######## design 1 ########
## src/rtl/display_pkg.sv

```systemverilog
// Shared types and constants for the multiplexed 7-segment display slice.
package display_pkg;

  // Segment bus is active-low {g,f,e,d,c,b,a}; all ones means every segment off.
  localparam logic [6:0] SEG_OFF = 7'h7F;

  typedef logic [3:0] digit_t;
  typedef logic [3:0] brightness_t;

endpackage

```

## src/rtl/scan_display_ctrl_if.sv

```systemverilog
// Display request/drive bundle: the master supplies digits and controls, the slave drives the LEDs.
interface scan_display_ctrl_if
  import display_pkg::*;
#(
  parameter int NUM_DIGITS = 4
);

  logic [4*NUM_DIGITS-1:0] data;
  logic [NUM_DIGITS-1:0]   dp;
  logic [NUM_DIGITS-1:0]   blink_mask;
  logic                    lz_blank;
  brightness_t             brightness;
  logic                    enable;

  logic [NUM_DIGITS-1:0]   anodes;
  logic [6:0]              seg;
  logic                    dp_n;
  logic                    frame_tick;

  modport master (
    output data, dp, blink_mask, lz_blank, brightness, enable,
    input  anodes, seg, dp_n, frame_tick
  );

  modport slave (
    input  data, dp, blink_mask, lz_blank, brightness, enable,
    output anodes, seg, dp_n, frame_tick
  );

endinterface

```

## src/rtl/hex_to_7seg.sv

```systemverilog
// Hex nibble to active-low 7-segment pattern {g..a}; purely combinational.
module hex_to_7seg
  import display_pkg::*;
(
  input  digit_t     digit,
  output logic [6:0] seg
);

  always_comb begin
    unique case (digit)
      4'h0: seg = 7'h40;
      4'h1: seg = 7'h79;
      4'h2: seg = 7'h24;
      4'h3: seg = 7'h30;
      4'h4: seg = 7'h19;
      4'h5: seg = 7'h12;
      4'h6: seg = 7'h02;
      4'h7: seg = 7'h78;
      4'h8: seg = 7'h00;
      4'h9: seg = 7'h10;
      4'hA: seg = 7'h08;
      4'hB: seg = 7'h03;
      4'hC: seg = 7'h46;
      4'hD: seg = 7'h21;
      4'hE: seg = 7'h06;
      default: seg = 7'h0E;
    endcase
  end

endmodule

```

## src/rtl/scan_display_ctrl.sv

```systemverilog
// Time-multiplexed 7-segment scanner with frame-synchronous shadowing, PWM brightness,
// leading-zero suppression and per-digit blink. All LED outputs are registered.
module scan_display_ctrl
  import display_pkg::*;
#(
  parameter int NUM_DIGITS   = 4,
  parameter int DIGIT_CYCLES = 27000,
  parameter int BLANK_CYCLES = 270,
  parameter int BLINK_FRAMES = 250
) (
  input  logic              clk,
  input  logic              rst_n,
  scan_display_ctrl_if.slave bus
);

  localparam int SLOT_W = $clog2(DIGIT_CYCLES);
  localparam int IDX_W  = (NUM_DIGITS > 1) ? $clog2(NUM_DIGITS) : 1;
  localparam int FRM_W  = (BLINK_FRAMES > 1) ? $clog2(BLINK_FRAMES) : 1;
  localparam int SLICE  = DIGIT_CYCLES / 16;

  logic [SLOT_W-1:0]       slot_cnt;
  logic [IDX_W-1:0]        digit_idx;
  logic [FRM_W-1:0]        frame_cnt;
  logic                    blink_phase;
  brightness_t             bright_q;
  logic [4*NUM_DIGITS-1:0] shadow_data;
  logic [NUM_DIGITS-1:0]   shadow_dp;
  logic [NUM_DIGITS-1:0]   shadow_blink;

  logic slot_wrap;
  logic frame_wrap;

  assign slot_wrap  = (slot_cnt == SLOT_W'(DIGIT_CYCLES - 1));
  assign frame_wrap = slot_wrap && (digit_idx == IDX_W'(NUM_DIGITS - 1));

  // NOTE: every flop below is assigned with <= so all state updates see pre-edge values.
  always_ff @(posedge clk or negedge rst_n) begin
    if (!rst_n) begin
      slot_cnt     <= '0;
      digit_idx    <= '0;
      frame_cnt    <= '0;
      blink_phase  <= 1'b0;
      bright_q     <= '0;
      // NOTE: the shadow array is a handful of flops, not a RAM, so it takes the reset too.
      shadow_data  <= '0;
      shadow_dp    <= '0;
      shadow_blink <= '0;
    end else begin
      slot_cnt <= slot_wrap ? '0 : slot_cnt + 1'b1;
      if (slot_wrap)
        digit_idx <= (digit_idx == IDX_W'(NUM_DIGITS - 1)) ? '0 : digit_idx + 1'b1;
      if (slot_cnt == '0)
        bright_q <= bus.brightness;
      if (frame_wrap) begin
        shadow_data  <= bus.data;
        shadow_dp    <= bus.dp;
        shadow_blink <= bus.blink_mask;
        if (frame_cnt == FRM_W'(BLINK_FRAMES - 1)) begin
          frame_cnt   <= '0;
          blink_phase <= ~blink_phase;
        end else begin
          frame_cnt <= frame_cnt + 1'b1;
        end
      end
    end
  end

  digit_t                sel_digit;
  logic [6:0]            dec_seg;
  brightness_t           bright_eff;
  logic [31:0]           win_end;
  logic                  in_window;
  logic                  all_zero;
  logic [NUM_DIGITS-1:0] lz_dark;
  logic                  show;
  logic [NUM_DIGITS-1:0] anodes_d;
  logic [6:0]            seg_d;
  logic                  dp_n_d;

  assign sel_digit = shadow_data[4*digit_idx +: 4];

  hex_to_7seg u_hex_to_7seg (
    .digit (sel_digit),
    .seg   (dec_seg)
  );

  // NOTE: every variable gets a default at the top so no path can infer a latch.
  always_comb begin
    bright_eff = (slot_cnt == '0) ? bus.brightness : bright_q;
    win_end    = 32'(BLANK_CYCLES) + (32'(bright_eff) + 32'd1) * 32'(SLICE);
    if (win_end > 32'(DIGIT_CYCLES))
      win_end = 32'(DIGIT_CYCLES);
    in_window = (32'(slot_cnt) >= 32'(BLANK_CYCLES)) && (32'(slot_cnt) < win_end);

    // Walk from the most significant digit down; digit 0 is never suppressed.
    lz_dark  = '0;
    all_zero = 1'b1;
    for (int i = NUM_DIGITS - 1; i > 0; i--) begin
      all_zero   = all_zero && (shadow_data[4*i +: 4] == 4'h0);
      lz_dark[i] = all_zero && bus.lz_blank;
    end

    show = bus.enable && in_window && !(blink_phase && shadow_blink[digit_idx]);

    anodes_d = '1;
    seg_d    = SEG_OFF;
    dp_n_d   = 1'b1;
    if (show) begin
      if (!lz_dark[digit_idx]) begin
        anodes_d = ~(NUM_DIGITS'(1) << digit_idx);
        seg_d    = dec_seg;
        dp_n_d   = ~shadow_dp[digit_idx];
      end else if (shadow_dp[digit_idx]) begin
        // Suppressed zero still carries its decimal point.
        anodes_d = ~(NUM_DIGITS'(1) << digit_idx);
        dp_n_d   = 1'b0;
      end
    end
  end

  always_ff @(posedge clk or negedge rst_n) begin
    if (!rst_n) begin
      bus.anodes     <= '1;
      bus.seg        <= SEG_OFF;
      bus.dp_n       <= 1'b1;
      bus.frame_tick <= 1'b0;
    end else begin
      bus.anodes     <= anodes_d;
      bus.seg        <= seg_d;
      bus.dp_n       <= dp_n_d;
      bus.frame_tick <= frame_wrap;
    end
  end

endmodule

```

## src/flat_wrapper.sv

```systemverilog
// flat-port wrapper written by rule: the top's interface ports become plain ports
module scan_display_ctrl_flat import display_pkg::*;
#(
  parameter int NUM_DIGITS   = 4,
  parameter int DIGIT_CYCLES = 27000,
  parameter int BLANK_CYCLES = 270,
  parameter int BLINK_FRAMES = 250
)
  (clk, rst_n, bus_data, bus_dp, bus_blink_mask, bus_lz_blank, bus_brightness, bus_enable, bus_anodes, bus_seg, bus_dp_n, bus_frame_tick);
  scan_display_ctrl_if #(.NUM_DIGITS(NUM_DIGITS)) bus_i ();
  input  logic clk;
  input  logic rst_n;
  input wire logic [$bits(bus_i.data)-1:0] bus_data;
  input wire logic [$bits(bus_i.dp)-1:0] bus_dp;
  input wire logic [$bits(bus_i.blink_mask)-1:0] bus_blink_mask;
  input wire logic [$bits(bus_i.lz_blank)-1:0] bus_lz_blank;
  input wire logic [$bits(bus_i.brightness)-1:0] bus_brightness;
  input wire logic [$bits(bus_i.enable)-1:0] bus_enable;
  output wire logic [$bits(bus_i.anodes)-1:0] bus_anodes;
  output wire logic [$bits(bus_i.seg)-1:0] bus_seg;
  output wire logic [$bits(bus_i.dp_n)-1:0] bus_dp_n;
  output wire logic [$bits(bus_i.frame_tick)-1:0] bus_frame_tick;
  assign bus_i.data = bus_data;
  assign bus_i.dp = bus_dp;
  assign bus_i.blink_mask = bus_blink_mask;
  assign bus_i.lz_blank = bus_lz_blank;
  assign bus_i.brightness = bus_brightness;
  assign bus_i.enable = bus_enable;
  assign bus_anodes = bus_i.anodes;
  assign bus_seg = bus_i.seg;
  assign bus_dp_n = bus_i.dp_n;
  assign bus_frame_tick = bus_i.frame_tick;
  scan_display_ctrl #(.NUM_DIGITS(NUM_DIGITS), .DIGIT_CYCLES(DIGIT_CYCLES), .BLANK_CYCLES(BLANK_CYCLES), .BLINK_FRAMES(BLINK_FRAMES)) u_core (.clk(clk), .rst_n(rst_n), .bus(bus_i));
endmodule
```

## config.mk

```make
export PLATFORM = sky130hd
export DESIGN_NAME = scan_display_ctrl_flat
export DESIGN_NICKNAME = d
export VERILOG_FILES = /design/src/rtl/display_pkg.sv /design/src/rtl/scan_display_ctrl_if.sv /design/src/rtl/hex_to_7seg.sv /design/src/rtl/scan_display_ctrl.sv /design/src/flat_wrapper.sv
export SDC_FILE = /design/constraint.sdc
export NUM_CORES = 1
export LEC_CHECK = 0
export CORE_AREA = 2 2 99 101
export DETAILED_ROUTE_END_ITERATION = 7
export DIE_AREA = 0 0 101 103
export PLACE_DENSITY = 0.77
export SKIP_LAST_GASP = 1
export SYNTH_ARGS = -nofsm -noshare
export SYNTH_HDL_FRONTEND = slang
export SYNTH_SLANG_ARGS = --single-unit
```

## constraint.sdc

```tcl
create_clock -name clk -period 10.6 [get_ports clk]
set_clock_uncertainty 0.15 [all_clocks]
set_input_delay 3.18 -clock clk [delete_from_list [all_inputs] [get_ports clk]]
set_output_delay 3.18 -clock clk [all_outputs]
set_load 0.01 [all_outputs]
```

######## design 2 ########
$ cat src/rtl/register_write_arbiter_if.sv
// Handshake and register-file write bundle shared between the three writers and the arbiter.
// The arbiter side uses the slave modport; requesters and the register file side use master.
interface register_write_arbiter_if #(
    parameter int DATA_WIDTH  = 32,
    parameter int INDEX_WIDTH = 5
);
    logic                   aluWriteValid;
    logic [INDEX_WIDTH-1:0] aluWriteIndex;
    logic [DATA_WIDTH-1:0]  aluWriteData;
    logic                   aluWriteReady;

    logic                   memWriteValid;
    logic [INDEX_WIDTH-1:0] memWriteIndex;
    logic [DATA_WIDTH-1:0]  memWriteData;
    logic                   memWriteReady;

    logic                   debugWriteValid;
    logic [INDEX_WIDTH-1:0] debugWriteIndex;
    logic [DATA_WIDTH-1:0]  debugWriteData;
    logic                   debugWriteReady;

    logic [INDEX_WIDTH-1:0] writeRegisterIndex;
    logic [DATA_WIDTH-1:0]  writeRegisterData;
    logic                   shouldWrite;
    logic                   initDone;
    logic [15:0]            denyCount;

    modport master (
        output aluWriteValid, aluWriteIndex, aluWriteData,
        output memWriteValid, memWriteIndex, memWriteData,
        output debugWriteValid, debugWriteIndex, debugWriteData,
        input  aluWriteReady, memWriteReady, debugWriteReady,
        input  writeRegisterIndex, writeRegisterData, shouldWrite, initDone, denyCount
    );

    modport slave (
        input  aluWriteValid, aluWriteIndex, aluWriteData,
        input  memWriteValid, memWriteIndex, memWriteData,
        input  debugWriteValid, debugWriteIndex, debugWriteData,
        output aluWriteReady, memWriteReady, debugWriteReady,
        output writeRegisterIndex, writeRegisterData, shouldWrite, initDone, denyCount
    );
endinterface

$ cat src/rtl/register_write_arbiter.sv
// Single register-file write port shared by debug (fixed priority), ALU and load writeback (round-robin).
// Optional post-reset zero sweep of x1..xN enabled by defining REG_CLEAR_ON_RESET_EN.
module register_write_arbiter #(
    parameter int DATA_WIDTH  = 32,
    parameter int INDEX_WIDTH = 5
) (
    input  logic clk,
    input  logic reset,
    register_write_arbiter_if.slave bus
);

    localparam logic [INDEX_WIDTH-1:0] IDX_ZERO = '0;

    function automatic logic [15:0] sat_inc(input logic [15:0] v);
        return (v == 16'hFFFF) ? v : v + 16'd1;
    endfunction

`ifdef REG_CLEAR_ON_RESET_EN
    localparam logic [INDEX_WIDTH-1:0] IDX_ONE  = INDEX_WIDTH'(1);
    localparam logic [INDEX_WIDTH-1:0] IDX_LAST = '1;

    typedef enum logic {ST_INIT, ST_RUN} state_t;
    state_t                 r_state;
    logic [INDEX_WIDTH-1:0] r_initIndex;
`endif

    logic                   r_wrVld_p1;
    logic [INDEX_WIDTH-1:0] r_wrIndex_p1;
    logic [DATA_WIDTH-1:0]  r_wrData_p1;
    logic [15:0]            r_denyCount;
    logic                   r_lastGrantMem;
    logic                   r_initDone;

    logic                   w_run;
    logic                   w_aluReady;
    logic                   w_memReady;
    logic                   w_dbgReady;
    logic                   w_grantAny;
    logic                   w_deny;
    logic [INDEX_WIDTH-1:0] w_selIndex;
    logic [DATA_WIDTH-1:0]  w_selData;

`ifdef REG_CLEAR_ON_RESET_EN
    assign w_run = (r_state == ST_RUN);
`else
    assign w_run = 1'b1;
`endif

    // Debug always wins; on an ALU/mem tie the side that did not win last time goes.
    assign w_dbgReady = w_run && bus.debugWriteValid;
    assign w_aluReady = w_run && !bus.debugWriteValid && bus.aluWriteValid
                        && (!bus.memWriteValid || r_lastGrantMem);
    assign w_memReady = w_run && !bus.debugWriteValid && bus.memWriteValid
                        && (!bus.aluWriteValid || !r_lastGrantMem);
    assign w_grantAny = w_dbgReady || w_aluReady || w_memReady;

    assign w_deny = (bus.aluWriteValid   && !w_aluReady)
                 || (bus.memWriteValid   && !w_memReady)
                 || (bus.debugWriteValid && !w_dbgReady);

    always_comb begin
        w_selIndex = IDX_ZERO;
        w_selData  = '0;
        if (w_dbgReady) begin
            w_selIndex = bus.debugWriteIndex;
            w_selData  = bus.debugWriteData;
        end else if (w_aluReady) begin
            w_selIndex = bus.aluWriteIndex;
            w_selData  = bus.aluWriteData;
        end else if (w_memReady) begin
            w_selIndex = bus.memWriteIndex;
            w_selData  = bus.memWriteData;
        end
    end

    // Stage p1: registered write command presented to the register file.
    always_ff @(posedge clk) begin
        if (reset) begin
            r_wrVld_p1     <= 1'b0;
            r_wrIndex_p1   <= IDX_ZERO;
            r_wrData_p1    <= '0;
            r_denyCount    <= 16'd0;
            r_lastGrantMem <= 1'b1;
            r_initDone     <= 1'b0;
`ifdef REG_CLEAR_ON_RESET_EN
            r_state        <= ST_INIT;
            r_initIndex    <= IDX_ONE;
`endif
        end else begin
`ifdef REG_CLEAR_ON_RESET_EN
            if (r_state == ST_INIT) begin
                r_wrVld_p1   <= 1'b1;
                r_wrIndex_p1 <= r_initIndex;
                r_wrData_p1  <= '0;
                r_initIndex  <= r_initIndex + IDX_ONE;
                if (r_initIndex == IDX_LAST) begin
                    r_state    <= ST_RUN;
                    r_initDone <= 1'b1;
                end
            end else begin
`endif
                r_initDone <= 1'b1;
                // x0 completes its handshake but never reaches the register file.
                if (w_grantAny && (w_selIndex != IDX_ZERO)) begin
                    r_wrVld_p1   <= 1'b1;
                    r_wrIndex_p1 <= w_selIndex;
                    r_wrData_p1  <= w_selData;
                end else begin
                    r_wrVld_p1   <= 1'b0;
                end
                if (w_aluReady) begin
                    r_lastGrantMem <= 1'b0;
                end else if (w_memReady) begin
                    r_lastGrantMem <= 1'b1;
                end
                if (w_deny) begin
                    r_denyCount <= sat_inc(r_denyCount);
                end
`ifdef REG_CLEAR_ON_RESET_EN
            end
`endif
        end
    end

    assign bus.aluWriteReady      = w_aluReady;
    assign bus.memWriteReady      = w_memReady;
    assign bus.debugWriteReady    = w_dbgReady;
    assign bus.shouldWrite        = r_wrVld_p1;
    assign bus.writeRegisterIndex = r_wrIndex_p1;
    assign bus.writeRegisterData  = r_wrData_p1;
    assign bus.initDone           = r_initDone;
    assign bus.denyCount          = r_denyCount;

endmodule

$ cat src/flat_wrapper.sv
// flat-port wrapper written by rule: the top's interface ports become plain ports
module register_write_arbiter_flat 
#(
    parameter int DATA_WIDTH  = 32,
    parameter int INDEX_WIDTH = 5
)
  (clk, reset, bus_aluWriteValid, bus_aluWriteIndex, bus_aluWriteData, bus_memWriteValid, bus_memWriteIndex, bus_memWriteData, bus_debugWriteValid, bus_debugWriteIndex, bus_debugWriteData, bus_aluWriteReady, bus_memWriteReady, bus_debugWriteReady, bus_writeRegisterIndex, bus_writeRegisterData, bus_shouldWrite, bus_initDone, bus_denyCount);
  register_write_arbiter_if #(.DATA_WIDTH(DATA_WIDTH), .INDEX_WIDTH(INDEX_WIDTH)) bus_i ();
  input  logic clk;
  input  logic reset;
  input wire logic [$bits(bus_i.aluWriteValid)-1:0] bus_aluWriteValid;
  input wire logic [$bits(bus_i.aluWriteIndex)-1:0] bus_aluWriteIndex;
  input wire logic [$bits(bus_i.aluWriteData)-1:0] bus_aluWriteData;
  input wire logic [$bits(bus_i.memWriteValid)-1:0] bus_memWriteValid;
  input wire logic [$bits(bus_i.memWriteIndex)-1:0] bus_memWriteIndex;
  input wire logic [$bits(bus_i.memWriteData)-1:0] bus_memWriteData;
  input wire logic [$bits(bus_i.debugWriteValid)-1:0] bus_debugWriteValid;
  input wire logic [$bits(bus_i.debugWriteIndex)-1:0] bus_debugWriteIndex;
  input wire logic [$bits(bus_i.debugWriteData)-1:0] bus_debugWriteData;
  output wire logic [$bits(bus_i.aluWriteReady)-1:0] bus_aluWriteReady;
  output wire logic [$bits(bus_i.memWriteReady)-1:0] bus_memWriteReady;
  output wire logic [$bits(bus_i.debugWriteReady)-1:0] bus_debugWriteReady;
  output wire logic [$bits(bus_i.writeRegisterIndex)-1:0] bus_writeRegisterIndex;
  output wire logic [$bits(bus_i.writeRegisterData)-1:0] bus_writeRegisterData;
  output wire logic [$bits(bus_i.shouldWrite)-1:0] bus_shouldWrite;
  output wire logic [$bits(bus_i.initDone)-1:0] bus_initDone;
  output wire logic [$bits(bus_i.denyCount)-1:0] bus_denyCount;
  assign bus_i.aluWriteValid = bus_aluWriteValid;
  assign bus_i.aluWriteIndex = bus_aluWriteIndex;
  assign bus_i.aluWriteData = bus_aluWriteData;
  assign bus_i.memWriteValid = bus_memWriteValid;
  assign bus_i.memWriteIndex = bus_memWriteIndex;
  assign bus_i.memWriteData = bus_memWriteData;
  assign bus_i.debugWriteValid = bus_debugWriteValid;
  assign bus_i.debugWriteIndex = bus_debugWriteIndex;
  assign bus_i.debugWriteData = bus_debugWriteData;
  assign bus_aluWriteReady = bus_i.aluWriteReady;
  assign bus_memWriteReady = bus_i.memWriteReady;
  assign bus_debugWriteReady = bus_i.debugWriteReady;
  assign bus_writeRegisterIndex = bus_i.writeRegisterIndex;
  assign bus_writeRegisterData = bus_i.writeRegisterData;
  assign bus_shouldWrite = bus_i.shouldWrite;
  assign bus_initDone = bus_i.initDone;
  assign bus_denyCount = bus_i.denyCount;
  register_write_arbiter #(.DATA_WIDTH(DATA_WIDTH), .INDEX_WIDTH(INDEX_WIDTH)) u_core (.clk(clk), .reset(reset), .bus(bus_i));
endmodule
$ cat config.mk
export PLATFORM = sky130hd
export DESIGN_NAME = register_write_arbiter_flat
export DESIGN_NICKNAME = d
export VERILOG_FILES = /design/src/rtl/register_write_arbiter_if.sv /design/src/rtl/register_write_arbiter.sv /design/src/flat_wrapper.sv
export SDC_FILE = /design/constraint.sdc
export NUM_CORES = 1
export LEC_CHECK = 0
export CORE_MARGIN = 4
export CORE_UTILIZATION = 40
export CTS_BUF_LIST = sky130_fd_sc_hd__clkbuf_16
export DETAILED_ROUTE_END_ITERATION = 8
export GPL_ROUTABILITY_DRIVEN = 0
export PLACE_DENSITY = 0.84
export SETUP_SLACK_MARGIN = 0.1
export SLEW_MARGIN = 0
export SYNTH_ARGS = -nofsm -noshare
export SYNTH_HDL_FRONTEND = slang
export SYNTH_SLANG_ARGS = --single-unit
$ cat constraint.sdc
create_clock -name clk -period 6.39 [get_ports clk]
set_clock_uncertainty 0.1 [all_clocks]
set_input_delay 1.917 -clock clk [delete_from_list [all_inputs] [get_ports clk]]
set_output_delay 1.917 -clock clk [all_outputs]
set_load 0.02 [all_outputs]
######## design 3 ########
===== src/rtl/clint_timer.sv =====
// Core-local interruptor: owns mtime/mtimecmp and the msip/ssip bits, exposed as a
// single-outstanding data-bus slave with a one-cycle ack.
module clint_timer #(
  parameter int unsigned CLOCK_CYCLES = 10,
  parameter int unsigned ADDR_SIZE    = 16
) (
  input  logic                 clock,
  input  logic                 reset,
  input  logic                 rd_en,
  input  logic                 wr_en,
  input  logic [ADDR_SIZE-1:0] addr,
  input  logic [31:0]          wr_data,
  input  logic [3:0]           byte_en,
  output logic [31:0]          rd_data,
  output logic                 ack,
  output logic                 mem_msip,
  output logic                 mem_ssip,
  output logic [63:0]          mem_mtime,
  output logic [63:0]          mem_mtimecmp
);

  localparam int unsigned PrescW = (CLOCK_CYCLES > 1) ? $clog2(CLOCK_CYCLES) : 1;
  localparam logic [PrescW-1:0] PrescMax = PrescW'(CLOCK_CYCLES - 1);

  localparam logic [ADDR_SIZE-1:0] AddrMsip     = ADDR_SIZE'(32'h0000);
  localparam logic [ADDR_SIZE-1:0] AddrSsip     = ADDR_SIZE'(32'h0004);
  localparam logic [ADDR_SIZE-1:0] AddrCmpLo    = ADDR_SIZE'(32'h4000);
  localparam logic [ADDR_SIZE-1:0] AddrCmpHi    = ADDR_SIZE'(32'h4004);
  localparam logic [ADDR_SIZE-1:0] AddrMtimeLo  = ADDR_SIZE'(32'hBFF8);
  localparam logic [ADDR_SIZE-1:0] AddrMtimeHi  = ADDR_SIZE'(32'hBFFC);

  typedef enum logic {StIdle, StAck} state_e;

  state_e              state_q, state_d;
  logic [PrescW-1:0]   presc_q, presc_d;
  logic [63:0]         mtime_q, mtime_d;
  logic [63:0]         mtimecmp_q, mtimecmp_d;
  logic                msip_q, msip_d;
  logic                ssip_q, ssip_d;
  logic [31:0]         rd_data_q, rd_data_d;
  logic [ADDR_SIZE-1:0] word_addr;
  logic [31:0]         rd_mux;
  logic                tick;

  function automatic logic [31:0] merge_bytes(input logic [31:0] old_val,
                                              input logic [31:0] new_val,
                                              input logic [3:0]  be);
    logic [31:0] res;
    res = old_val;
    for (int i = 0; i < 4; i++) begin
      if (be[i]) res[8*i +: 8] = new_val[8*i +: 8];
    end
    return res;
  endfunction

  // Byte-offset bits [1:0] are don't-care.
  assign word_addr = addr & ~ADDR_SIZE'(3);
  assign tick      = (presc_q == PrescMax);

  always_comb begin
    rd_mux = 32'h0;
    case (word_addr)
      AddrMsip:    rd_mux = {31'h0, msip_q};
      AddrSsip:    rd_mux = {31'h0, ssip_q};
      AddrCmpLo:   rd_mux = mtimecmp_q[31:0];
      AddrCmpHi:   rd_mux = mtimecmp_q[63:32];
      AddrMtimeLo: rd_mux = mtime_q[31:0];
      AddrMtimeHi: rd_mux = mtime_q[63:32];
      default:     rd_mux = 32'h0;
    endcase
  end

  always_comb begin
    state_d    = state_q;
    rd_data_d  = rd_data_q;
    msip_d     = msip_q;
    ssip_d     = ssip_q;
    mtimecmp_d = mtimecmp_q;
    presc_d    = tick ? '0 : presc_q + 1'b1;
    mtime_d    = tick ? mtime_q + 64'd1 : mtime_q;

    unique case (state_q)
      StIdle: begin
        if (rd_en || wr_en) begin
          state_d = StAck;
          if (rd_en) rd_data_d = rd_mux;
          if (wr_en) begin
            case (word_addr)
              AddrMsip:  if (byte_en[0]) msip_d = wr_data[0];
              AddrSsip:  if (byte_en[0]) ssip_d = wr_data[0];
              AddrCmpLo: mtimecmp_d[31:0]  = merge_bytes(mtimecmp_q[31:0], wr_data, byte_en);
              AddrCmpHi: mtimecmp_d[63:32] = merge_bytes(mtimecmp_q[63:32], wr_data, byte_en);
              // Software write beats a coincident tick and restarts the prescaler.
              AddrMtimeLo: begin
                mtime_d = {mtime_q[63:32], merge_bytes(mtime_q[31:0], wr_data, byte_en)};
                presc_d = '0;
              end
              AddrMtimeHi: begin
                mtime_d = {merge_bytes(mtime_q[63:32], wr_data, byte_en), mtime_q[31:0]};
                presc_d = '0;
              end
              default: ;
            endcase
          end
        end
      end
      StAck: state_d = StIdle;
      default: state_d = StIdle;
    endcase
  end

  always_ff @(posedge clock) begin
    if (!reset) begin
      state_q    <= StIdle;
      presc_q    <= '0;
      mtime_q    <= 64'h0;
      mtimecmp_q <= 64'hFFFF_FFFF_FFFF_FFFF;
      msip_q     <= 1'b0;
      ssip_q     <= 1'b0;
      rd_data_q  <= 32'h0;
    end else begin
      state_q    <= state_d;
      presc_q    <= presc_d;
      mtime_q    <= mtime_d;
      mtimecmp_q <= mtimecmp_d;
      msip_q     <= msip_d;
      ssip_q     <= ssip_d;
      rd_data_q  <= rd_data_d;
    end
  end

  assign ack          = (state_q == StAck);
  assign rd_data      = rd_data_q;
  assign mem_msip     = msip_q;
  assign mem_ssip     = ssip_q;
  assign mem_mtime    = mtime_q;
  assign mem_mtimecmp = mtimecmp_q;

endmodule

===== config.mk =====
export PLATFORM = sky130hd
export DESIGN_NAME = clint_timer
export DESIGN_NICKNAME = d
export VERILOG_FILES = /design/src/rtl/clint_timer.sv
export SDC_FILE = /design/constraint.sdc
export NUM_CORES = 1
export LEC_CHECK = 0
export CAP_MARGIN = 15
export CELL_PAD_IN_SITES_DETAIL_PLACEMENT = 0
export CELL_PAD_IN_SITES_GLOBAL_PLACEMENT = 1
export CORE_ASPECT_RATIO = 1.5
export CORE_MARGIN = 3
export CORE_UTILIZATION = 36
export DETAILED_ROUTE_END_ITERATION = 12
export PLACE_DENSITY = 0.92
export SLEW_MARGIN = 20
export SYNTH_ARGS = -nofsm -noshare
export SYNTH_HDL_FRONTEND = slang
export SYNTH_SLANG_ARGS = --single-unit

===== constraint.sdc =====
create_clock -name clock -period 2.75 [get_ports clock]
set_clock_uncertainty 0.05 [all_clocks]
set_input_delay 0.825 -clock clock [delete_from_list [all_inputs] [get_ports clock]]
set_output_delay 0.825 -clock clock [all_outputs]
set_load 0.01 [all_outputs]

Fig. 1: design 3, clock wires, drivers and flops
(3 px per µm)
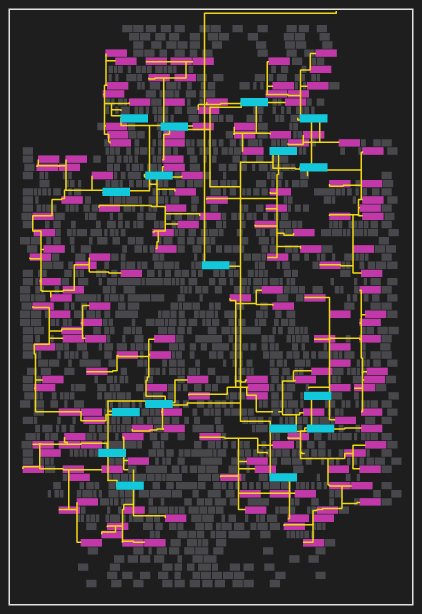
[flip-flops] magenta | count: 167
[clock wires] yellow | length: 2140 µm
[clock-net drivers] cyan | count: 17
routed clock nets	18

Fig. 2: design 3, cells coloured by class
(2 px per µm) Fill, decap, tap and diode cells in grey.
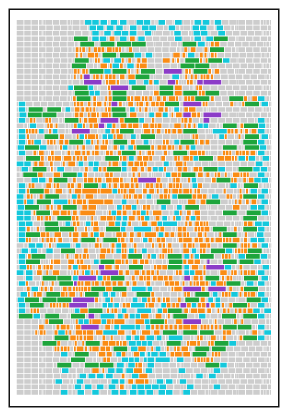
class	colour	cells
remaining buffers and delay cells	cyan	363
registers	green	167
remaining logic cells	orange	929
clock drivers and dummy loads	purple	32
final non-filler cell area: 13000 µm²
Finished Core Util: 54.5%
number of core rows: 69
Core Region: 23900 µm²
flip-flop and latch share of the layout cell area: 25.7%

==> results.txt, design 3 <==
run results: status=finished, final reports clean, number of logic inverters in the finished layout=11, depth of the worst register-to-register path=7, Die Y-Extent=198 µm, count leader, synth=nand2_1, predominant post-synthesis flop cell=dfxtp_1, count of instantiated cells in the yosys netlist=1168, met2 routed WL=about 19000 µm, Crit path buffers/inverters=3, number of nets at floorplan=1225, total of plain and repair buffers excluding clock buffers=between 300 and 400, TritonCTS Buffers=17, Cells on Worst Hold Path=2, Slowest-stage cell, CP=or4_4, global-route wire length before repair=between 50000 and 60000 µm, Setup TNS=0 ns, RR Endpoint=mem_mtime[59]$_SDFFE_PN0P_, total number of clock tree sinks=167, post-layout net count=1535, insertion delay to the later sink of the worst-skew pair=0.45 ns, Finished Layout Cells=1810, endpoint of the worst hold path=mem_mtimecmp[26]$_SDFFE_PN1P_, number of H-tree levels=4, maximum number of pins on one net before global-route repair=99, post-detailed-route count of antenna-violating nets=0, tool warnings=29, Global Route met3 Usage=between 4 and 5%, number of hold-slack violations in the final timing report=0, reg-to-reg critical path startpoint=presc_q[1]$_SDFF_PN0_, per-cell via count in the routed design=5.73, number of DRC markers after the initial detailed-route iteration=959, Post-Synthesis Cell Area=8840 µm², cts repair resizes=0, post-cts hold-fix buffer tally=0, Clock Pin Slew Worst Setup and Hold Paths=0.07 ns, leakage power of the design=4.95 nW, Power Dens Cells=397 nW/µm², global-route total usage across every layer=26.9%, top layer reached by signal wires=met4, cell repeated most along the worst path=buf_4, post-route minimum period=between 2 and 3 ns, count of multi-input gates=918, post-synthesis async set-or-reset flop share=0%, library cell used as clock root buffer=clkbuf_16
## design 3: logic make-up after synthesis
group | count (synthesis) | share of synthesized area, %
and+or+nand+nor | 587 | 32.5
AOI/OAI and AO/OA | 261 | 18.2
DFF | 167 | 37.8
buffers and inverters | 83 | 3.68
muxes | 55 | 6.30
xor gates and xnor gates | 14 | 1.39
adders and majority gates | 1 | 0.141
## design 3: where the power goes
group / total [mW] / leakage, nW / internal [mW] / switching [mW]
Combinational: 0.363 / 3.32 / 0.160 / 0.203
Sequential: 2.44 / 1.35 / 2.43 / 0.0129
Clock: 2.37 / 0.283 / 1.27 / 1.10
Fig. 3: design 1, clock wiring as the flow saved it
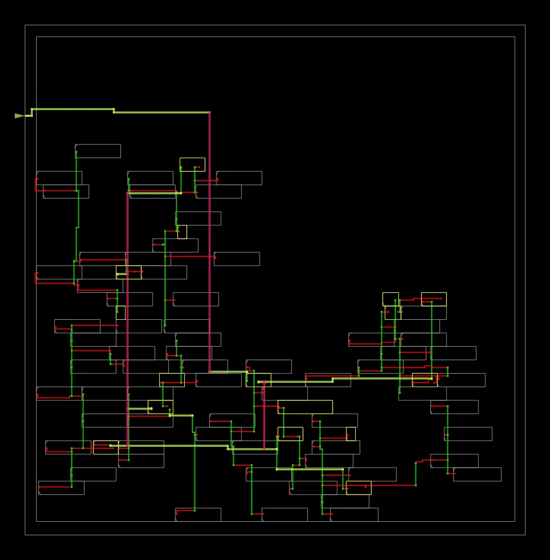
total number of clock tree sinks: 67
count of clock buffers in the final design: 10

==> results.txt, design 1 <==
run results: number of hold-slack violations in the final timing report=0, full die area=~10000 µm², Largest Register=u_core.shadow_data, routed wl met3=394 µm, total congestion overflow=0, syn avg cell area=9.27 µm², post-layout net count=705, yosys stat area=roughly 5100 µm², Finished Layout Cells=714, Largest cells by area=dfrtp_1 (27%), ha_1 (17%), nand2_1 (7.8%), total of plain and repair buffers excluding clock buffers=between 50 and 60, via count of the first global-routing pass=4070, antenna violations before repair=0, status=finished, final reports clean, area share of the leading cell type in the synthesized netlist=27.2%, cell repeated most along the worst path=inv_1, RR Endpoint=u_core.bus.seg[4]$_DFF_PN1_, final estimated routing congestion in global placement=0.926, maximum clock path buffer count=2, layout overhead on the synthesized area=15.8%, final non-filler cell area=5850 µm², flip-flop count of the largest register, all copies and words added=16, most numerous logic cell after layout=nand2_1, logic gate fraction of the total cell area=53.7%, area taken by flip-flops and latches=around 1700 µm², quantity of I/O buffers inserted on ports=44, clock group share of total power=27.3%, Critical Path Sink=u_core.bus.seg[4]$_DFF_PN1_, met1 Track Usage GR=between 30% and 40%, seq_cells=67, most instantiated logic cells after routing=nand2_1 (105), ha_1 (69), dfrtp_1 (55), inv_1 (43), clkdlybuf4s50_1 (43)
## design 1: power groups by stage
stage / clock network, mW / registers (mW) / logic (mW)
finish: 0.217 / 0.257 / 0.321
global route: 0.230 / 0.257 / 0.367
CTS: 0.221 / 0.257 / 0.321
detailed placement: 0 / 0.262 / 0.318
global placement: 0 / 0.262 / 0.306
floorplan: 0 / 0.262 / 0.239
Fig. 4: design 2, cells coloured by class
(4 px per µm) Fill, decap, tap and diode cells in grey.
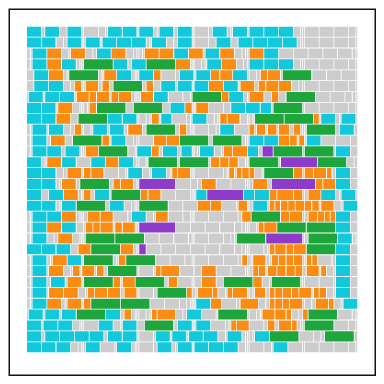
class	colour	cells
remaining logic cells	orange	207
clock drivers and dummy loads	purple	8
remaining buffers and delay cells	cyan	179
registers	green	56

Fig. 5: design 2, cell density map
(3 px per µm) 9 x 9 tiles, from black (low) to pale yellow (high), 0 to 100% covered.
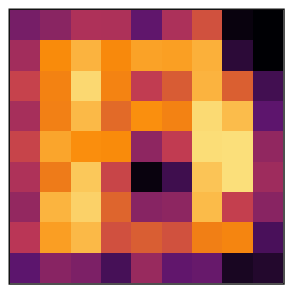
emptiest ninth of the die	upper right
tiles over 75% full	27%
nearly empty tiles	2.5%

==> results.txt, design 2 <==
run results: status=finished, final reports clean, startpoint types=input pin, TritonCTS Buffers=5, Crit path arrival time=3.54 ns, Logic pwr share=around 28%, initial core utilization=40.9%, clock group share of total power=31.9%, area share of the leading cell type in the synthesized netlist=40.6%, fraction of the mapped netlist area in adder cells=0.815%, Period Utilization, post-route=87.0%, Routed WL=9730 µm, Finished Core Util=between 60% and 70%, cts repair resizes=0, insertion delay to the later sink of the worst-skew pair=0.28 ns, leakage power of the design=1.61 nW
## design 2: state kept, by name, indices dropped and copies added (netlist names)
signal	cells
u_core.bus.denyCount	16
u_core.bus.initDone	1
u_core.bus.shouldWrite	1
u_core.bus.writeRegisterData	32
u_core.bus.writeRegisterIndex	5
u_core.r_lastGrantMem	1
## design 2: area by class of cell
type                    instances  area (µm²)  share of cell area [%]
repair buffers                179        1780                    38.5
multi-input cells             203        1440                    31.1
flip-flops and latches         56        1120                    24.3
clock buffers                   5         125                    2.71
well taps                      80         100                    2.17
clock inverters                 3        42.5                   0.922
inverters                       4        15.0                   0.325

######## design 4 ########
Fig. 6: design 4, a small window of the routed layout
Region (22, 22) to (47, 47) µm. Cells in grey, sequential cells in the stronger grey; small squares are vias.
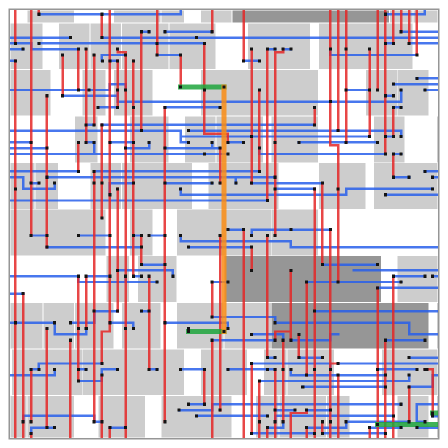

[config.mk]
export PLATFORM = sky130hd
export DESIGN_NAME = tx_link_ctrl
export DESIGN_NICKNAME = d
export VERILOG_FILES = /design/src/rtl/tx_link_ctrl.sv
export SDC_FILE = /design/constraint.sdc
export NUM_CORES = 1
export LEC_CHECK = 0
export CAP_MARGIN = 20
export CORE_MARGIN = 5
export CORE_UTILIZATION = 48
export DETAILED_ROUTE_END_ITERATION = 12
export GPL_ROUTABILITY_DRIVEN = 0
export HOLD_SLACK_MARGIN = 0.08
export PLACE_DENSITY_LB_ADDON = 0.05
export SYNTH_ARGS = -nofsm -noshare
export SYNTH_HDL_FRONTEND = slang
export SYNTH_SLANG_ARGS = --single-unit
[constraint.sdc]
create_clock -name CLK -period 1.9 [get_ports CLK]
set_input_delay 0.19 -clock CLK [delete_from_list [all_inputs] [get_ports CLK]]
set_output_delay 0.19 -clock CLK [all_outputs]
set_load 0.02 [all_outputs]
[src/rtl/tx_link_ctrl.sv]
// tx_link_ctrl: transmit link controller. It sequences comma training, payload
// transfer and periodic SKP ordered sets, one symbol per SYM_CYCLES clocks.
module tx_link_ctrl #(
  parameter int unsigned SYM_CYCLES   = 10,
  parameter int unsigned N_COMMA      = 4,
  parameter int unsigned SKP_INTERVAL = 64
) (
  input  logic       CLK,
  input  logic       reset,
  input  logic       en,
  input  logic [7:0] in_data,
  input  logic       in_valid,
  output logic       in_ready,
  output logic [7:0] data_out,
  output logic       K_out,
  output logic       ENB,
  output logic       sym_load,
  output logic [1:0] state
);

  localparam int unsigned CW = $clog2(SYM_CYCLES);
  localparam int unsigned TW = (N_COMMA > 1) ? $clog2(N_COMMA) : 1;
  localparam int unsigned SW = $clog2(SKP_INTERVAL + 1);

  localparam logic [CW-1:0] CNT_LAST   = CW'(SYM_CYCLES - 1);
  localparam logic [TW-1:0] TRAIN_LAST = TW'(N_COMMA - 1);
  localparam logic [SW-1:0] SKP_LAST   = SW'(SKIP_DONE_SYMS());

  localparam logic [7:0] COM = 8'hBC;
  localparam logic [7:0] SKP = 8'h1C;

  function automatic int unsigned SKIP_DONE_SYMS();
    return SKP_INTERVAL;
  endfunction

  typedef enum logic [1:0] {
    IDLE   = 2'd0,
    TRAIN  = 2'd1,
    ACTIVE = 2'd2,
    SKIP   = 2'd3
  } state_e;

  state_e        state_q, state_d;
  logic [CW-1:0] cnt_q, cnt_d;
  logic [TW-1:0] train_cnt_q, train_cnt_d;
  logic [SW-1:0] skp_cnt_q, skp_cnt_d;
  logic          skp_pending_q, skp_pending_d;
  logic [1:0]    set_idx_q, set_idx_d;
  logic [7:0]    data_q, data_d;
  logic          k_q, k_d;
  logic          boundary;

  assign boundary = (cnt_q == CNT_LAST);
  assign in_ready = (state_q == ACTIVE) && boundary && en && !skp_pending_q;
  assign sym_load = (state_q != IDLE) && (cnt_q == '0);
  assign ENB      = (state_q != IDLE);
  assign data_out = data_q;
  assign K_out    = k_q;
  assign state    = state_q;

  // Next-state, symbol counter and next-symbol selection.
  always_comb begin
    state_d       = state_q;
    train_cnt_d   = train_cnt_q;
    skp_cnt_d     = skp_cnt_q;
    skp_pending_d = skp_pending_q;
    set_idx_d     = set_idx_q;
    data_d        = data_q;
    k_d           = k_q;
    if (state_q == IDLE || boundary) begin
      cnt_d = '0;
    end else begin
      cnt_d = cnt_q + CW'(1);
    end

    case (state_q)
      IDLE: begin
        if (en) begin
          state_d       = TRAIN;
          train_cnt_d   = '0;
          skp_cnt_d     = '0;
          skp_pending_d = 1'b0;
          data_d        = COM;
          k_d           = 1'b1;
        end
      end
      TRAIN: begin
        if (boundary) begin
          if (!en) begin
            state_d     = IDLE;
            train_cnt_d = '0;
            data_d      = '0;
            k_d         = 1'b0;
          end else if (train_cnt_q == TRAIN_LAST) begin
            state_d       = ACTIVE;
            train_cnt_d   = '0;
            skp_cnt_d     = '0;
            skp_pending_d = 1'b0;
            data_d        = '0;
            k_d           = 1'b0;
          end else begin
            train_cnt_d = train_cnt_q + TW'(1);
            data_d      = COM;
            k_d         = 1'b1;
          end
        end
      end
      ACTIVE: begin
        if (boundary) begin
          if (!en) begin
            state_d       = IDLE;
            skp_cnt_d     = '0;
            skp_pending_d = 1'b0;
            data_d        = '0;
            k_d           = 1'b0;
          end else if (skp_pending_q) begin
            state_d   = SKIP;
            set_idx_d = '0;
            data_d    = COM;
            k_d       = 1'b1;
          end else begin
            // Payload byte on a handshake, otherwise an idle filler symbol.
            data_d    = in_valid ? in_data : 8'h00;
            k_d       = 1'b0;
            skp_cnt_d = skp_cnt_q + SW'(1);
            if (skp_cnt_q + SW'(1) == SKP_LAST) begin
              skp_pending_d = 1'b1;
            end
          end
        end
      end
      SKIP: begin
        if (boundary) begin
          if (set_idx_q == 2'd3) begin
            // Ordered set always completes; en is only honoured at its end.
            state_d       = en ? ACTIVE : IDLE;
            set_idx_d     = '0;
            skp_cnt_d     = '0;
            skp_pending_d = 1'b0;
            data_d        = '0;
            k_d           = 1'b0;
          end else begin
            set_idx_d = set_idx_q + 2'd1;
            data_d    = SKP;
            k_d       = 1'b1;
          end
        end
      end
      default: state_d = IDLE;
    endcase
  end

  // State and output registers with asynchronous active-low reset.
  always_ff @(posedge CLK or negedge reset) begin
    if (!reset) begin
      state_q       <= IDLE;
      cnt_q         <= '0;
      train_cnt_q   <= '0;
      skp_cnt_q     <= '0;
      skp_pending_q <= 1'b0;
      set_idx_q     <= '0;
      data_q        <= '0;
      k_q           <= 1'b0;
    end else begin
      state_q       <= state_d;
      cnt_q         <= cnt_d;
      train_cnt_q   <= train_cnt_d;
      skp_cnt_q     <= skp_cnt_d;
      skp_pending_q <= skp_pending_d;
      set_idx_q     <= set_idx_d;
      data_q        <= data_d;
      k_q           <= k_d;
    end
  end

endmodule

######## design 5 ########
## config.mk

```make
export PLATFORM = sky130hd
export DESIGN_NAME = instruction_fetch
export DESIGN_NICKNAME = d
export VERILOG_FILES = /design/src/rtl/cpu_pkg.sv /design/src/rtl/fetch_slot.sv /design/src/rtl/instruction_fetch.sv
export SDC_FILE = /design/constraint.sdc
export NUM_CORES = 1
export LEC_CHECK = 0
export ABC_AREA = 1
export CORE_MARGIN = 1.5
export CORE_UTILIZATION = 40
export CTS_CLUSTER_DIAMETER = 30
export CTS_CLUSTER_SIZE = 20
export DETAILED_ROUTE_END_ITERATION = 16
export PLACE_DENSITY = 0.74
export SETUP_SLACK_MARGIN = 0.15
export SYNTH_ARGS = -nofsm -noshare
export SYNTH_HDL_FRONTEND = slang
export SYNTH_SLANG_ARGS = --single-unit
```

## constraint.sdc

```tcl
create_clock -name clk -period 2.21 [get_ports clk]
set_clock_uncertainty 0.2 [all_clocks]
set_input_delay 0.442 -clock clk [delete_from_list [all_inputs] [get_ports clk]]
set_output_delay 0.442 -clock clk [all_outputs]
set_load 0.005 [all_outputs]
```

## src/rtl/cpu_pkg.sv

```systemverilog
// Shared widths, instruction field positions, opcode values and the fetch state
// encoding used by the instruction fetch unit.
package cpu_pkg;

  localparam int ADDR_W  = 6;
  localparam int INSTR_W = 16;

  localparam int CLASS_HI  = 15;
  localparam int CLASS_LO  = 14;
  localparam int OPCODE_HI = 13;
  localparam int OPCODE_LO = 9;

  // Full 7-bit {class, opcode} values
  localparam logic [6:0] OP_HALT    = 7'b11_11000;
  localparam logic [6:0] OP_DISPLAY = 7'b11_10110;
  localparam logic [6:0] OP_BRANCH  = 7'b10_10100;
  localparam logic [6:0] OP_ADDI    = 7'b00_00100;
  localparam logic [6:0] OP_LOAD    = 7'b01_00001;

  typedef enum logic [1:0] {
    IDLE,
    FETCH,
    HALT
  } fetch_state_t;

  function automatic logic [6:0] op_field(input logic [INSTR_W-1:0] instr);
    return instr[CLASS_HI:OPCODE_LO];
  endfunction

endpackage

```

## src/rtl/fetch_slot.sv

```systemverilog
// Single-entry valid/ready output register between fetch and decode.
// A flush empties the slot and takes priority over a load.
module fetch_slot
  import cpu_pkg::*;
(
  input  logic               clk,
  input  logic               rst_n,
  input  logic               load,
  input  logic               flush,
  input  logic [INSTR_W-1:0] data_in,
  input  logic [ADDR_W-1:0]  pc_in,
  input  logic               ready,
  output logic               valid,
  output logic [INSTR_W-1:0] instr,
  output logic [ADDR_W-1:0]  pc
);

  // The payload only changes on load, so it stays stable while waiting on decode
  always_ff @(posedge clk or negedge rst_n) begin
    if (!rst_n) begin
      valid <= 1'b0;
      instr <= '0;
      pc    <= '0;
    end else if (flush) begin
      valid <= 1'b0;
    end else if (load) begin
      valid <= 1'b1;
      instr <= data_in;
      pc    <= pc_in;
    end else if (valid && ready) begin
      valid <= 1'b0;
    end
  end

endmodule

```

## src/rtl/instruction_fetch.sv

```systemverilog
// Instruction fetch: owns the PC, reads instruction memory combinationally and
// hands words to decode through fetch_slot; handles redirects and stops on HALT.
module instruction_fetch
  import cpu_pkg::*;
#(
  parameter logic [ADDR_W-1:0] RESET_PC  = '0,
  parameter logic [6:0]        HALT_CODE = OP_HALT
) (
  input  logic               clk,
  input  logic               rst_n,
  input  logic               start,
  output logic [ADDR_W-1:0]  read_address,
  input  logic [INSTR_W-1:0] instruction_in,
  output logic               if_valid,
  output logic [INSTR_W-1:0] if_instr,
  output logic [ADDR_W-1:0]  if_pc,
  input  logic               if_ready,
  input  logic               redirect_valid,
  input  logic [ADDR_W-1:0]  redirect_target,
  output logic               halted
);

  fetch_state_t      state, state_next;
  logic [ADDR_W-1:0] pc, pc_next;
  logic              capture;
  logic              flush;
  logic              slot_free;

  assign read_address = pc;
  assign slot_free    = !if_valid || if_ready;
  assign halted       = (state == HALT);

  always_ff @(posedge clk or negedge rst_n) begin
    if (!rst_n) begin
      state <= IDLE;
      pc    <= RESET_PC;
    end else begin
      state <= state_next;
      pc    <= pc_next;
    end
  end

  // Redirect outranks any capture, including a HALT word arriving the same cycle
  always_comb begin
    state_next = state;
    pc_next    = pc;
    capture    = 1'b0;
    flush      = 1'b0;
    case (state)
      IDLE: begin
        if (redirect_valid) pc_next = redirect_target;
        if (start) state_next = FETCH;
      end
      FETCH: begin
        if (redirect_valid) begin
          pc_next = redirect_target;
          flush   = 1'b1;
        end else if (slot_free) begin
          capture = 1'b1;
          if (op_field(instruction_in) == HALT_CODE) state_next = HALT;
          else pc_next = pc + ADDR_W'(1);
        end
      end
      HALT: ;
      default: state_next = IDLE;
    endcase
  end

  fetch_slot u_slot (
    .clk     (clk),
    .rst_n   (rst_n),
    .load    (capture),
    .flush   (flush),
    .data_in (instruction_in),
    .pc_in   (pc),
    .ready   (if_ready),
    .valid   (if_valid),
    .instr   (if_instr),
    .pc      (if_pc)
  );

endmodule
```

Fig. 7: design 4, clock wires, drivers and flops
(8 px per µm)
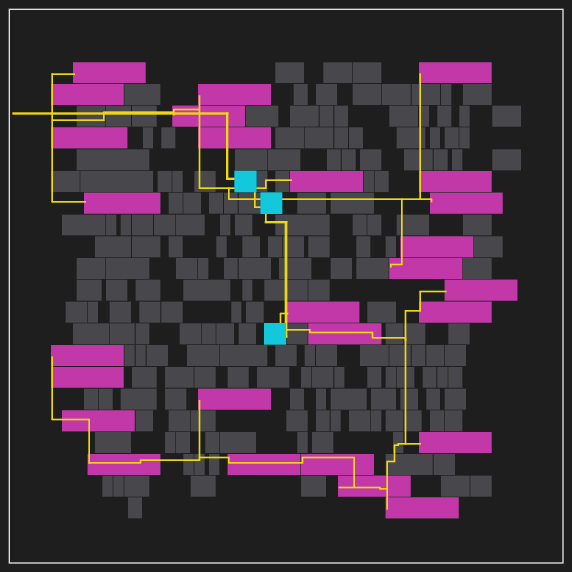
[flip-flops] magenta | count: 27
[clock-net drivers] cyan | count: 3
[clock wires] yellow | length: 308 µm
routed clock nets	4
flops lie	spread over the die
insertion delay to the later sink of the worst-skew pair: 0.32 ns
Clk. pwr: 247 µW
worst clock skew: 0.00345 ns

## Picture notes: Fig. 6
layer	colour
M3	green
M1	blue
M4	orange
M2	red
sequential cells in the window	2
most frequent	buf_4 (9), a21oi_1 (4), nor2_1 (4)
netlist names of flops here include	skp_cnt_q (1), skp_pending_q (1)
cells with their middle in the window	54

==> results.txt, design 4 <==
run results: post-DP HPWL=3070 µm, max-capacitance violation count=0, final setup violation count=0, net switching power=1.09 mW, Crit. End Element=flip-flop, xor+xnor area frac=1.05%, TritonCTS Buffers=3, seq_cells=27, sequential element share of the synthesized area=40.4%, chain of cells forming the critical path=ha_2, nor3_4, o21bai_4, or3_4, o41ai_2, MUX share of area=between 4 and 5%, status=finished, final reports clean, quantity of I/O buffers inserted on ports=25, worst-case vdd ir drop=0.841 mV, share of power burned in registers=roughly 31%, most numerous logic cell after layout=dfrtp_1, number of hold-slack violations in the final timing report=0, Critical Path Sink=skp_cnt_q[3]$_DFFE_PN0P_, multi-input logic area=985 µm², count leader, synth=dfrtp_1, post-synthesis async set-or-reset flop share=100%, count of cell instances traversed by the critical path=5, most instantiated logic cells after routing=dfrtp_1 (25), clkdlybuf4s50_1 (22), buf_4 (21), nand2_1 (19), o21ai_0 (16), Max Transition Viols Final=0, Slowest-stage cell, CP=dfrtp_2, share of total power consumed by net switching=41.1%, maximum clock path buffer count=2, global-route wire length before repair=7240 µm, Clock Network Area Fraction=between 1 and 1.5%, depth of the worst register-to-register path=5, syn avg cell area=9.29 µm², reg-to-reg critical path startpoint=state[0]$_DFFE_PN0P_, count of instantiated cells in the yosys netlist=180
design 4: registers in the layout, indices dropped and copies added, names as in the netlist:
name	cells
train_cnt_q	2
set_idx_q	2
data_out	8
skp_cnt_q	7
state	2
cnt_q	4
skp_pending_q	1
K_out	1
design 4: what timing repair did:
item                                    4_1_cts  5_1_grt
hold buffers                                  0        0
pin swaps                                     0        2
cloned                                        0        0
gates resized                                12        5
endpoints found under the setup margin        8       16
endpoints found under the hold margin         0        0
setup buffers                                 1        2
Fig. 8: design 5, clock wiring as the flow saved it
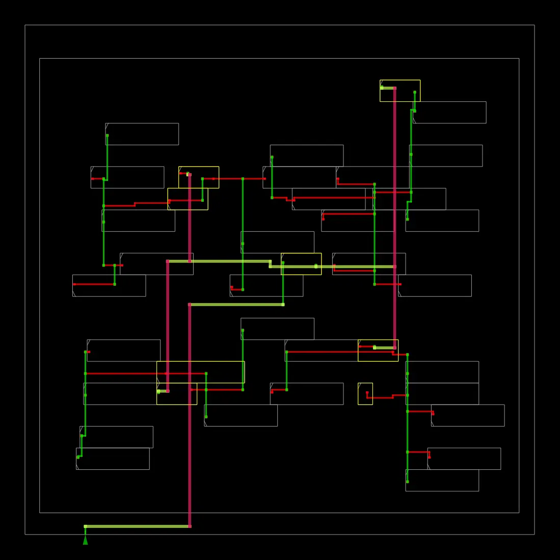
TritonCTS Buffers: 5
seq_cells: 31
Clk. pwr: 572 µW

Fig. 9: design 5, cell density map
(4 px per µm) 6 x 6 tiles, from black (low) to pale yellow (high), 0 to 100% covered.
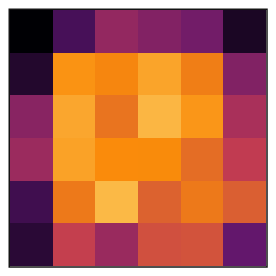
densest ninth of the die	centre
mean over tiles	52%
fullest tile	85%
emptiest ninth of the die	upper left
tiles over 75% full	19%
nearly empty tiles	2.8%
Finished Core Util: 63.6%
initial core utilization: 43.3%
Core Region: 3440 µm²

==> results.txt, design 5 <==
run results: Gate Count Post-Synth=173, fraction of the mapped netlist area in compound gates=8.90%, final non-filler cell area=~2200 µm², worst min path class=flip-flop to flip-flop, Cells on Worst Hold Path=2, worst-case vdd ir drop=0.393 mV, cts repair resizes=0, MUX share of area=0%, global-route total usage across every layer=18.1%, Power Total=1.35 mW, area taken by flip-flops and latches=~780 µm², Finished Layout Cells=between 200 and 300, unrepaired setup endpoints after global routing=no, via count of the first global-routing pass=1211, endpoint of the worst hold path=u_slot.instr[5]$_DFFE_PN0P_, number of nets at floorplan=201, post-cts hold-fix buffer tally=0, Non-clock buffers, area share=around 26%, Crit path buffers/inverters=1, most area-hungry cell type in the Yosys netlist=dfrtp_1, flip-flops with a built-in enable=0, status=finished, final reports clean, layout overhead on the synthesized area=46.9%, Post-Synthesis Cell Area=around 1500 µm², Crit path arrival time=1.33 ns, insertion delay to the later sink of the worst-skew pair=between 0.2 and 0.3 ns, yosys stat area=approximately 1500 µm²
==> design 5: state kept, by name (all words and copies together), names as in the netlist <==
name / flops
u_slot.instr: 16
state: 2
u_slot.pc: 6
read_address: 6
u_slot.valid: 1
==> design 5: layer usage <==
| metal | part of all wire (%) | global-route usage [%] | up-vias | wire, µm |
|---|---|---|---|---|
| li1 | - | - | 675 | - |
| met1 | 47 | 24.4 | 586 | 1560 |
| met2 | 45 | 25.4 | 35 | 1480 |
| met3 | 4.4 | 4.23 | 13 | 148 |
| met4 | 4.0 | 12.5 | 0 | 134 |
| met5 | 0 | 0 | - | 0 |

==> gallery <==
Cells coloured by class.
(6 px per µm) Fill, decap, tap and diode cells in grey.
image #1
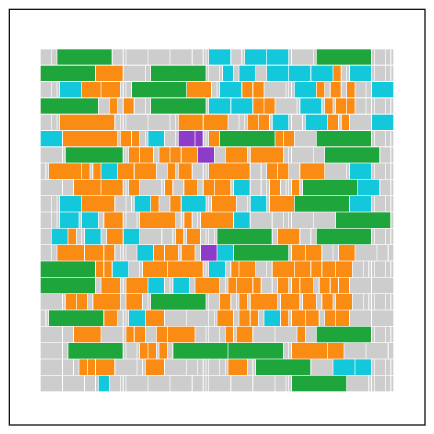
image #2
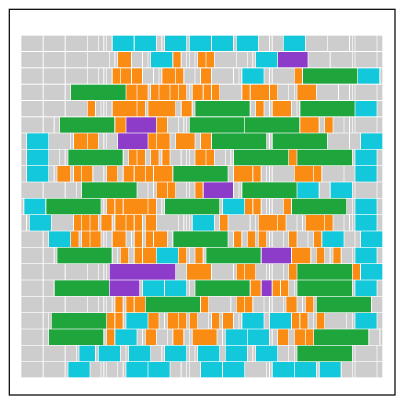
The one with the largest die is image #1.
Design 4 is image #1.
Design 5 is image #2.

Key to image #2:
class	colour	cells
registers	green	31
remaining buffers and delay cells	cyan	57
clock drivers and dummy loads	purple	8
remaining logic cells	orange	137



==> gallery <==
Clock wiring as the flow saved it.
Plate I
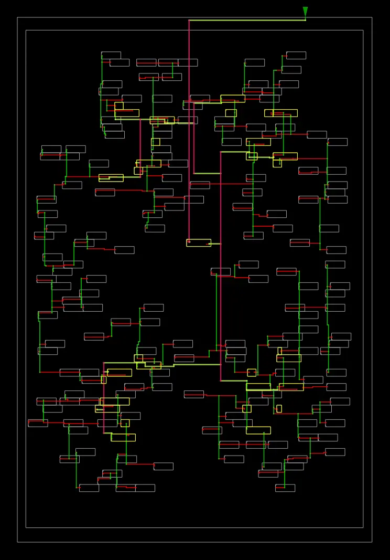
Plate II
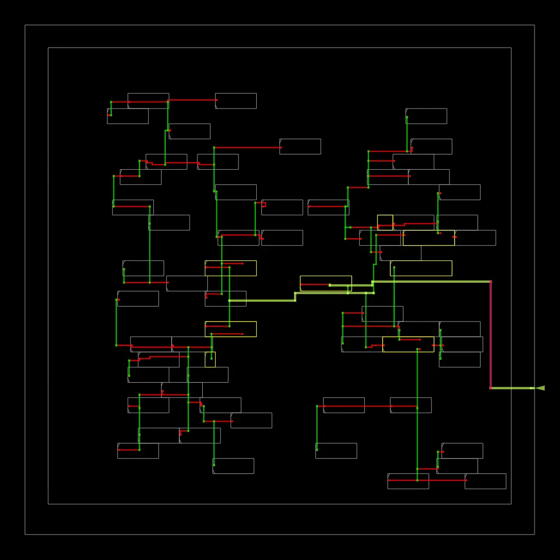
Plate III
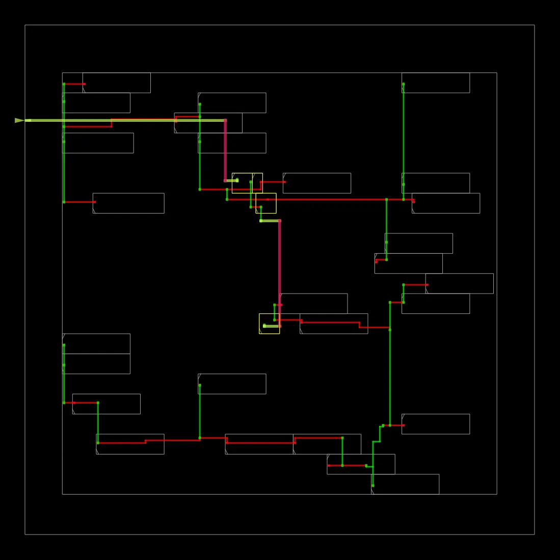
| from | picture |
|---|---|
| design 2 | Plate II |
| design 4 | Plate III |
| design 3 | Plate I |
- fewest sequential cells: Plate III
- most clock buffers: Plate I

Power is estimated from default activity; no workload was simulated.
